######## block 1 ########
**config.mk**
```make
export PLATFORM = sky130hd
export DESIGN_NAME = led_sw_pio
export DESIGN_NICKNAME = d
export VERILOG_FILES = /design/src/rtl/led_sw_pio.sv
export SDC_FILE = /design/constraint.sdc
export NUM_CORES = 1
export LEC_CHECK = 0
export CAP_MARGIN = 25
export CORE_ASPECT_RATIO = 0.7
export CORE_MARGIN = 2
export CORE_UTILIZATION = 55
export CTS_BUF_LIST = sky130_fd_sc_hd__clkbuf_8
export DETAILED_ROUTE_END_ITERATION = 8
export PLACE_DENSITY_LB_ADDON = 0.2
export REMOVE_ABC_BUFFERS = 1
export SYNTH_ARGS = -nofsm -noshare
export SYNTH_HDL_FRONTEND = slang
export SYNTH_SLANG_ARGS = --single-unit
```
**constraint.sdc**
```tcl
create_clock -name clk_clk -period 3.1 [get_ports clk_clk]
set_clock_uncertainty 0.1 [all_clocks]
set_input_delay 0.775 -clock clk_clk [delete_from_list [all_inputs] [get_ports clk_clk]]
set_output_delay 0.775 -clock clk_clk [all_outputs]
set_load 0.1 [all_outputs]
```
**src/rtl/led_sw_pio.sv**
```systemverilog
// Switch-input / LED-output PIO on an Avalon-MM slave: debounced switches with
// edge capture and maskable irq, LEDs with per-bit steady/blink mode.
module led_sw_pio #(
  parameter int          W               = 4,
  parameter int          DEBOUNCE_CYCLES = 50000,
  parameter logic [31:0] BLINK_RESET     = 32'd25000000
) (
  input  logic         clk_clk,
  input  logic         reset_reset_n,
  input  logic [2:0]   avs_address,
  input  logic         avs_read,
  input  logic         avs_write,
  input  logic [31:0]  avs_writedata,
  output logic [31:0]  avs_readdata,
  input  logic [W-1:0] sw_export,
  output logic [W-1:0] ledr_export,
  output logic         irq
);

  localparam int            TW        = $clog2(DEBOUNCE_CYCLES);
  localparam logic [TW-1:0] TICK_LOAD = TW'(DEBOUNCE_CYCLES - 1);

  logic [W-1:0]  sync_meta, sync, samp, deb, deb_next, stable;
  logic [W-1:0]  edge_cap, irq_mask, led_data, led_mode, wdata_w, edge_clr;
  logic [TW-1:0] tick_cnt;
  logic          tick;
  logic [31:0]   blink_div, blink_cnt, rdata_next;
  logic          phase;

  assign wdata_w = avs_writedata[W-1:0];
  assign tick    = (tick_cnt == '0);

  always_comb begin
    stable   = ~(sync ^ samp);
    deb_next = deb;
    if (tick) deb_next = (sync & stable) | (deb & ~stable);
    edge_clr = '0;
    if (avs_write && avs_address == 3'd1) edge_clr = wdata_w;
  end

  // Down-counter reloading to DEBOUNCE_CYCLES-1 gives the first tick
  // DEBOUNCE_CYCLES clocks after reset release.
  always_ff @(posedge clk_clk or negedge reset_reset_n) begin
    if (!reset_reset_n) begin
      sync_meta <= '0;
      sync      <= '0;
      samp      <= '0;
      deb       <= '0;
      tick_cnt  <= TICK_LOAD;
    end else begin
      sync_meta <= sw_export;
      sync      <= sync_meta;
      tick_cnt  <= tick ? TICK_LOAD : tick_cnt - 1'b1;
      if (tick) samp <= sync;
      deb <= deb_next;
    end
  end

  // Setting a bit on a debounced change takes priority over a coincident clear.
  always_ff @(posedge clk_clk or negedge reset_reset_n) begin
    if (!reset_reset_n) begin
      edge_cap <= '0;
      irq_mask <= '0;
      led_data <= '0;
      led_mode <= '0;
      irq      <= 1'b0;
    end else begin
      edge_cap <= (edge_cap & ~edge_clr) | (deb_next ^ deb);
      irq      <= |(edge_cap & irq_mask);
      if (avs_write && avs_address == 3'd2) irq_mask <= wdata_w;
      if (avs_write && avs_address == 3'd3) led_data <= wdata_w;
      if (avs_write && avs_address == 3'd4) led_mode <= wdata_w;
    end
  end

  always_ff @(posedge clk_clk or negedge reset_reset_n) begin
    if (!reset_reset_n) begin
      blink_div <= BLINK_RESET;
      blink_cnt <= BLINK_RESET;
      phase     <= 1'b0;
    end else if (avs_write && avs_address == 3'd5) begin
      blink_div <= avs_writedata;
      blink_cnt <= avs_writedata;
    end else if (blink_cnt == '0) begin
      phase     <= ~phase;
      blink_cnt <= blink_div;
    end else begin
      blink_cnt <= blink_cnt - 32'd1;
    end
  end

  always_ff @(posedge clk_clk or negedge reset_reset_n) begin
    if (!reset_reset_n) ledr_export <= '0;
    else ledr_export <= (led_data & ~led_mode) | (led_data & led_mode & {W{phase}});
  end

  always_comb begin
    rdata_next = '0;
    case (avs_address)
      3'd0:    rdata_next[W-1:0] = deb;
      3'd1:    rdata_next[W-1:0] = edge_cap;
      3'd2:    rdata_next[W-1:0] = irq_mask;
      3'd3:    rdata_next[W-1:0] = led_data;
      3'd4:    rdata_next[W-1:0] = led_mode;
      3'd5:    rdata_next        = blink_div;
      default: rdata_next        = '0;
    endcase
  end

  always_ff @(posedge clk_clk or negedge reset_reset_n) begin
    if (!reset_reset_n) avs_readdata <= '0;
    else if (avs_read) avs_readdata <= rdata_next;
  end

endmodule

```
######## block 2 ########
==> src/rtl/cam_sync_responder.sv <==
// Camera-side sync responder: arms the projector, sequences one exposure/readout
// per synchronised strobe edge, counts frames and flags timeout/overrun/marker errors.
`timescale 1ns/1ps
module cam_sync_responder #(
  parameter int NUM_FRAMES      = 488,
  parameter int EXPOSURE_CYCLES = 50000,
  parameter int READOUT_CYCLES  = 100000,
  parameter int ARM_CYCLES      = 16,
  parameter int TIMEOUT_CYCLES  = 5000000,
  parameter int MARKER_PHASE    = 1
) (
  input  logic        CLOCK_50,
  input  logic        reset_n,
  input  logic        start,
  input  logic        abort,
  input  logic        strobe_in,
  input  logic        marker_in,
  output logic        trigger_out,
  output logic        frame_ready_out,
  output logic        capture,
  output logic [15:0] frame_count,
  output logic        busy,
  output logic        done,
  output logic        timeout_err,
  output logic        overrun_err,
  output logic        marker_err
);

  typedef enum logic [2:0] {IDLE, ARM, WAIT_STROBE, EXPOSE, READOUT, DONE, ERROR} state_t;

  localparam logic [31:0] ARM_LAST = 32'(ARM_CYCLES - 1);
  localparam logic [31:0] EXP_LAST = 32'(EXPOSURE_CYCLES - 1);
  localparam logic [31:0] RD_LAST  = 32'(READOUT_CYCLES - 1);
  localparam logic [31:0] TO_LAST  = 32'(TIMEOUT_CYCLES - 1);
  localparam logic [15:0] FC_LAST  = 16'(NUM_FRAMES - 1);
  localparam logic [2:0]  MK_PHASE = 3'(MARKER_PHASE);

  state_t      state, state_nx;
  logic [2:0]  strobe_sync;
  logic [1:0]  marker_sync;
  logic        strobe_edge;
  logic [31:0] phase_cnt, timeout_cnt;
  logic        accept, fc_inc, clr_run, in_flight;

  // strobe_sync[2] is only the edge-detect delay; [1] is the synchronised level
  always_ff @(posedge CLOCK_50 or negedge reset_n) begin
    if (!reset_n) begin
      strobe_sync <= '0;
      marker_sync <= '0;
    end else begin
      strobe_sync <= {strobe_sync[1:0], strobe_in};
      marker_sync <= {marker_sync[0], marker_in};
    end
  end

  assign strobe_edge = strobe_sync[1] & ~strobe_sync[2];
  assign in_flight   = (state == EXPOSE) || (state == READOUT);

  always_ff @(posedge CLOCK_50 or negedge reset_n) begin
    if (!reset_n) state <= IDLE;
    else          state <= state_nx;
  end

  always_comb begin
    state_nx = state;
    accept   = 1'b0;
    fc_inc   = 1'b0;
    clr_run  = 1'b0;
    if (abort) begin
      state_nx = IDLE;
    end else begin
      case (state)
        IDLE, DONE, ERROR:
          if (start) begin
            state_nx = ARM;
            clr_run  = 1'b1;
          end
        ARM:
          if (phase_cnt == ARM_LAST) state_nx = WAIT_STROBE;
        WAIT_STROBE:
          if (timeout_cnt == TO_LAST) state_nx = ERROR;
          else if (strobe_edge) begin
            state_nx = EXPOSE;
            accept   = 1'b1;
          end
        EXPOSE:
          if (phase_cnt == EXP_LAST) state_nx = READOUT;
        READOUT:
          if (phase_cnt == RD_LAST) begin
            fc_inc   = 1'b1;
            state_nx = (frame_count == FC_LAST) ? DONE : WAIT_STROBE;
          end
        default: state_nx = IDLE;
      endcase
    end
  end

  // counters restart on every state change, so each phase is timed from its own entry
  always_ff @(posedge CLOCK_50 or negedge reset_n) begin
    if (!reset_n) begin
      phase_cnt   <= '0;
      timeout_cnt <= '0;
      capture     <= 1'b0;
      frame_count <= '0;
      overrun_err <= 1'b0;
      marker_err  <= 1'b0;
    end else begin
      phase_cnt   <= (state_nx != state) ? 32'd0 : phase_cnt + 32'd1;
      timeout_cnt <= (state_nx != state) ? 32'd0 : timeout_cnt + 32'd1;
      capture     <= accept;
      if (clr_run) begin
        frame_count <= '0;
        overrun_err <= 1'b0;
        marker_err  <= 1'b0;
      end else begin
        if (fc_inc) frame_count <= frame_count + 16'd1;
        if (strobe_edge && !abort && in_flight) overrun_err <= 1'b1;
        if (accept && (marker_sync[1] != (frame_count[2:0] == MK_PHASE))) marker_err <= 1'b1;
      end
    end
  end

  assign busy            = (state == ARM) || (state == WAIT_STROBE) || in_flight;
  assign trigger_out     = busy;
  assign frame_ready_out = (state == WAIT_STROBE) || (state == EXPOSE);
  assign done            = (state == DONE);
  assign timeout_err     = (state == ERROR);

endmodule

==> config.mk <==
export PLATFORM = sky130hd
export DESIGN_NAME = cam_sync_responder
export DESIGN_NICKNAME = d
export VERILOG_FILES = /design/src/rtl/cam_sync_responder.sv
export SDC_FILE = /design/constraint.sdc
export NUM_CORES = 1
export LEC_CHECK = 0
export CAP_MARGIN = 20
export CORE_MARGIN = 5
export CORE_UTILIZATION = 40
export CTS_BUF_LIST = sky130_fd_sc_hd__clkbuf_4 sky130_fd_sc_hd__clkbuf_8
export CTS_CLUSTER_SIZE = 24
export DETAILED_ROUTE_END_ITERATION = 8
export GPL_ROUTABILITY_DRIVEN = 0
export GPL_TIMING_DRIVEN = 0
export PLACE_DENSITY = 0.59
export SLEW_MARGIN = 15
export SYNTH_ARGS = -nofsm -noshare
export SYNTH_HDL_FRONTEND = slang
export SYNTH_SLANG_ARGS = --single-unit
==> constraint.sdc <==
create_clock -name CLOCK_50 -period 3.7 [get_ports CLOCK_50]
set_input_delay 0.74 -clock CLOCK_50 [delete_from_list [all_inputs] [get_ports CLOCK_50]]
set_output_delay 0.74 -clock CLOCK_50 [all_outputs]
set_load 0.02 [all_outputs]

==> gallery <==
Sequential cells grouped by signal name.
Scale bar: 50 µm.
Plate I
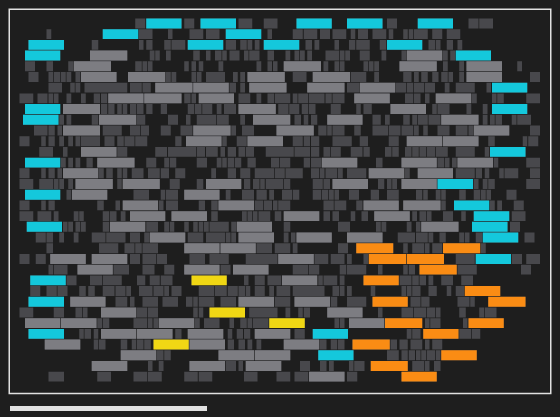
Plate II
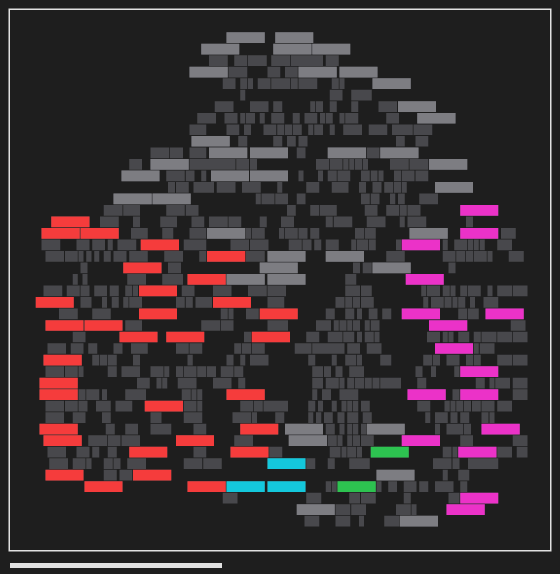
- most sequential cells: Plate I
Block 1 is Plate I.
Block 2 is Plate II.

Key to Plate II:
| colour | signal | flops |
|---|---|---|
| magenta | frame_count | 16 |
| red | timeout_cnt | 32 |
| cyan | strobe_sync | 3 |
| green | marker_sync | 2 |
not coloured: 38

Fig. 1: block 1, cell sizes after repair
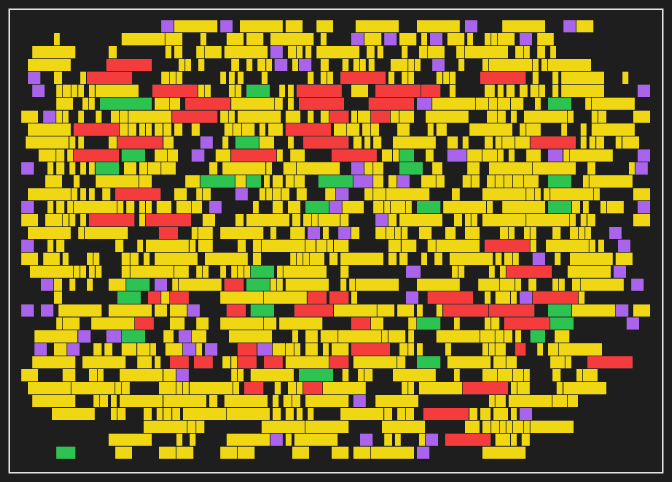
| colour | size | cells | share | most used |
|---|---|---|---|---|
| purple | drive 3 to 4 | 67 | 8.2% | buf_4 |
| yellow | drive 1 or less | 668 | 82% | nand2_1 |
| red | drive 2 | 56 | 6.8% | dfstp_2 |
| green | drive 6 and up | 28 | 3.4% | clkbuf_8 |

Fig. 2: block 1, placed standard cells
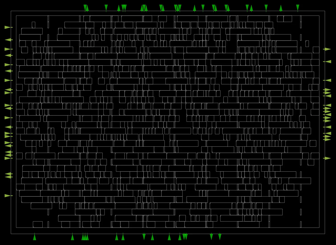
# rows: 34
FFs & Latches: 150
TAP cells: 162
area of the core: 12300 µm²
fill cell count: 1035

==> deck_impl_summary.md, block 1 <==
Flow Results at a Glance

Global route
  – First-pass GRT wire length: 27000 µm
  – Grt ovf: 0
  – Busiest grt layer: met2
  – Met1 Resource Use GR: about 38%
  – Initial antenna violation count: 0

Synth
  – Post-Synth Simple-Gate Area: about a fifth
  – Yosys warning total: 0
  – Post-synth area from yosys stat: between 6000 and 7000 µm²
  – Top logic family: simple AND/OR/NAND/NOR gates
  – Top cells by count: nand2_1 (172), dfrtp_1 (117), o21ai_0 (71)
  – Yosys cell types: 52
  – Yosys top cell area share: between 40% and 50%
  – Synth Area in XOR/XNOR: ~3.5%
  – Cell type with the largest total area: dfrtp_1
  – Biggest area cells: dfrtp_1 (43%), dfstp_2 (13%), nand2_1 (9.4%)
  – Synth Seq Share: about 56%

Detailed routing
  – Routed wl met3: between 700 and 800 µm
  – WL per Instance: approximately 16 µm
  – Initial drt markers: ~360

CTS
  – Clk root buf: clkbuf_8
  – Cts bufs inserted: 17

Critical path
  – Max stage delay on crit path: between 0.7 and 0.8 ns
  – Start point of the critical path: blink_cnt[23]
  – Crit path DRT: 3.34 ns
  – Crit-path cells: or4_1 -> or4_4 -> or4_4 -> o21a_1 -> o21ai_1 -> nand2_1
  – Worst reg2reg path startpoint: blink_cnt[23]
  – R2R Setup Slk: slightly below 0.2 ns

Floorplan
  – Die Span Y: slightly below 100 µm
  – DIE AREA: around 13000 µm²
  – Die Width: around 140 µm

STA
  – Minimum clock period: between 2 and 3 ns
  – Hold Vio Cnt, Final: 0
  – Worst Tran Pin Value: ~0.65 ns
  – Cycle use final: between 90% and 100%
  – RSZ-0062 raised after global routing: false

Status
  – Status: finished, final reports clean
block 1: stage by stage:
step / hold WS (ns) / util [%] / setup WS (ns) / cells / cell area (µm²)
2_1_floorplan: 0.231 / - / 0.401 / 684 / 6670
4_1_cts: 0.108 / 66.8 / 0.218 / 981 / 8180
5_1_grt: 0.108 / 66.8 / 0.0773 / 981 / 8180
6_report: 0.111 / 66.8 / 0.193 / 981 / 8180
3_5_place_dp: 0.245 / 63.6 / 0.235 / 949 / 7790
3_3_place_gp: 0.235 / 63.6 / 0.264 / 949 / 7790
block 1: layout make-up:
cell class                      count  share of cell area (%)
Clock buffer                       20                    3.36
Clock inverter                     12                    1.45
Inverter                           40                    1.83
Multi-Input combinational cell    494                    33.3
Sequential cell                   150                    46.4
Tap cell                          162                    2.48
Timing Repair Buffer              103                    11.2
block 1: power breakdown:
group | switching, µW | internal, µW
clock | 780 | 710
sequential | 276 | 2310
combinational | 736 | 460
block 1: registers in the layout, indices dropped and copies added, names as in the netlist:
name,count
ledr_export,4
edge_cap,4
irq_mask,4
phase,1
deb,4
tick_cnt,16
sync_meta,4
led_data,4
avs_readdata,32
blink_cnt,32
irq,1
blink_div,32
sync,4
led_mode,4
samp,4
Fig. 3: block 2, cell sizes after repair
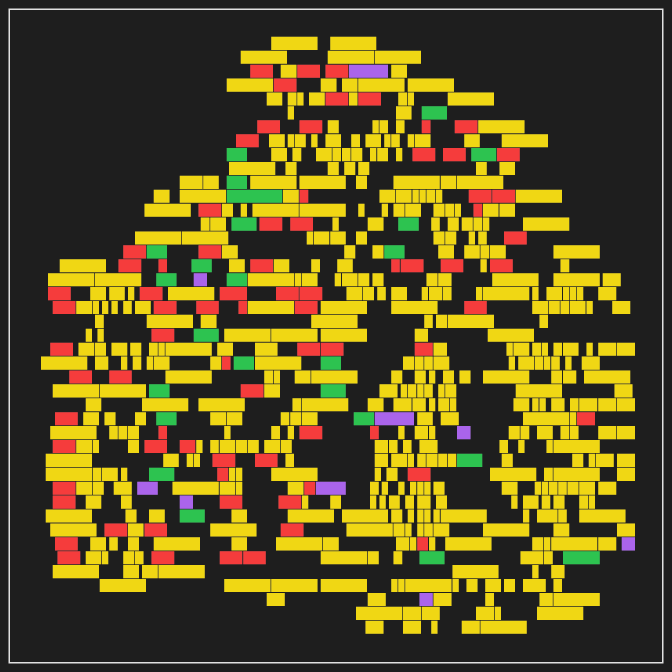
| colour | size | cells | share | most used |
|---|---|---|---|---|
| yellow | drive 1 or less | 473 | 81% | dfrtp_1 |
| red | drive 2 | 77 | 13% | nor4_2 |
| green | drive 6 and up | 24 | 4.1% | buf_6 |
| purple | drive 3 to 4 | 9 | 1.5% | clkbuf_4 |
design area: 6240 µm²
worst setup slack after layout: 0.231 ns

==> deck_impl_summary.md, block 2 <==
Flow Results at a Glance

Place
  – Placed instance count: approximately 750
  – Detail Placement HPWL: a little under 9000 µm

STA
  – Setup-failing EPs final: 0
  – Cycle use final: approximately 94%
  – RSZ-0062 raised after global routing: false
  – Hold Vio Cnt, Final: 0
  – TNS Setup: 0 ns
  – Worst Tran Pin Value: around 1.1 ns

Synth
  – Yosys warning total: 0
  – Dominant flop cell: dfrtp_1
  – Cell type with the largest total area: dfrtp_1
  – Ys cells: around 540
  – Post-synthesis adder-cell area fraction: less than 1%
  – Flops after synth: between 90 and 100
  – Number of enable flip-flop cells: 0
  – Area share of and-or/or-and cells after synthesis: 3.51%

CTS
  – H-Tree Depth: 3
  – Clk latency late pin: about 0.38 ns
  – Clock Sinks: between 90 and 100
  – Clock-pin slew on the worst setup and hold paths: approximately 0.080 ns

Global route
  – Vias in the first global route: ~4100
  – Largest net degree at the start of global routing: approximately 53

Power
  – Reg power frac: 55.3%
  – Sw Ratio: between 20% and 30%
  – Pwr dens: slightly above 300 nW/µm²
  – Max VDD drop: between 0.15 and 0.2 mV

Critical path
  – CP Max Fanout: 10
  – Crit path DRT: 3.94 ns
  – Worst reg2reg path startpoint: phase_cnt[5]

Status
  – Status: finished, final reports clean

Detailed routing
  – Post-DRT Antenna Nets: 0
  – WL final: roughly 12000 µm

Layout
  – P&R area growth vs syn: 12.9%
  – Gate Area: roughly 2900 µm²

Hold path
  – Hold_sp: strobe_sync[0]

Floorplan
  – DIE AREA: between 15000 and 20000 µm²
block 2: synth_stat cells, types with 7 or more instances:
| library cell | count |
|---|---|
| dfrtp_1 | 91 |
| nor4_2 | 59 |
| xnor2_1 | 53 |
| nor2_1 | 42 |
| nand3_1 | 30 |
| nand2_1 | 27 |
| nor3_1 | 26 |
| inv_1 | 22 |
| nand4_1 | 22 |
| xor2_1 | 21 |
| nor4_1 | 14 |
| and3_1 | 13 |
| buf_6 | 13 |
| clkbuf_1 | 11 |
| and4_1 | 7 |
| o21ai_0 | 7 |
block 2: registers in the layout, indices dropped and copies added, names as in the netlist:
signal and cells:
marker_sync 2, frame_count 16, capture 1, strobe_sync 3, marker_err 1, state 3
phase_cnt 32, timeout_cnt 32, overrun_err 1
block 2: routing by layer:
layer  share of wire [%]  GRT usage, %  vias up
li1                    -             -     2043
met1                  45          20.7     2068
met2                  49          26.5       85
met3                 3.9          2.63       14
met4                 1.7          5.74        0
met5                   0             0        -
block 2: final cells by class:
cell class              count  share of cell area, %
multi-input cells         394                   47.2
flip-flops and latches     91                   36.5
repair buffers             29                   4.77
plain buffers              32                   3.69
well taps                 180                   3.61
clock buffers              12                   2.34
inverters                  22                   1.32
clock inverters             3                  0.641


==> gallery <==
Clock distribution.
Scale bar: 50 µm.
shot_01.png
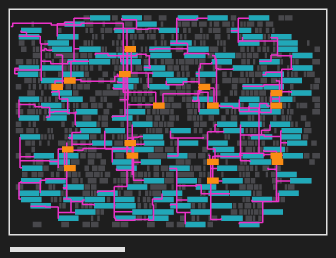
shot_02.png
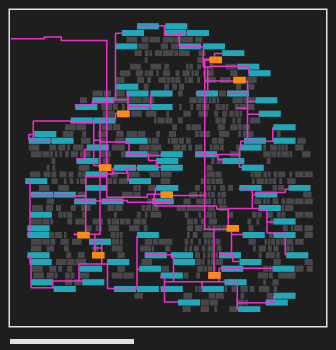
- largest die: shot_02.png
- most sequential cells: shot_01.png
block 1: shot_01.png
block 2: shot_02.png

Key to shot_01.png:
[orange] cells driving clock nets | count: 17
[cyan] flip-flops | count: 150
[magenta] clock wires | length: 1780 µm
flops lie: spread over the die

Power and IR drop assume default switching activity.
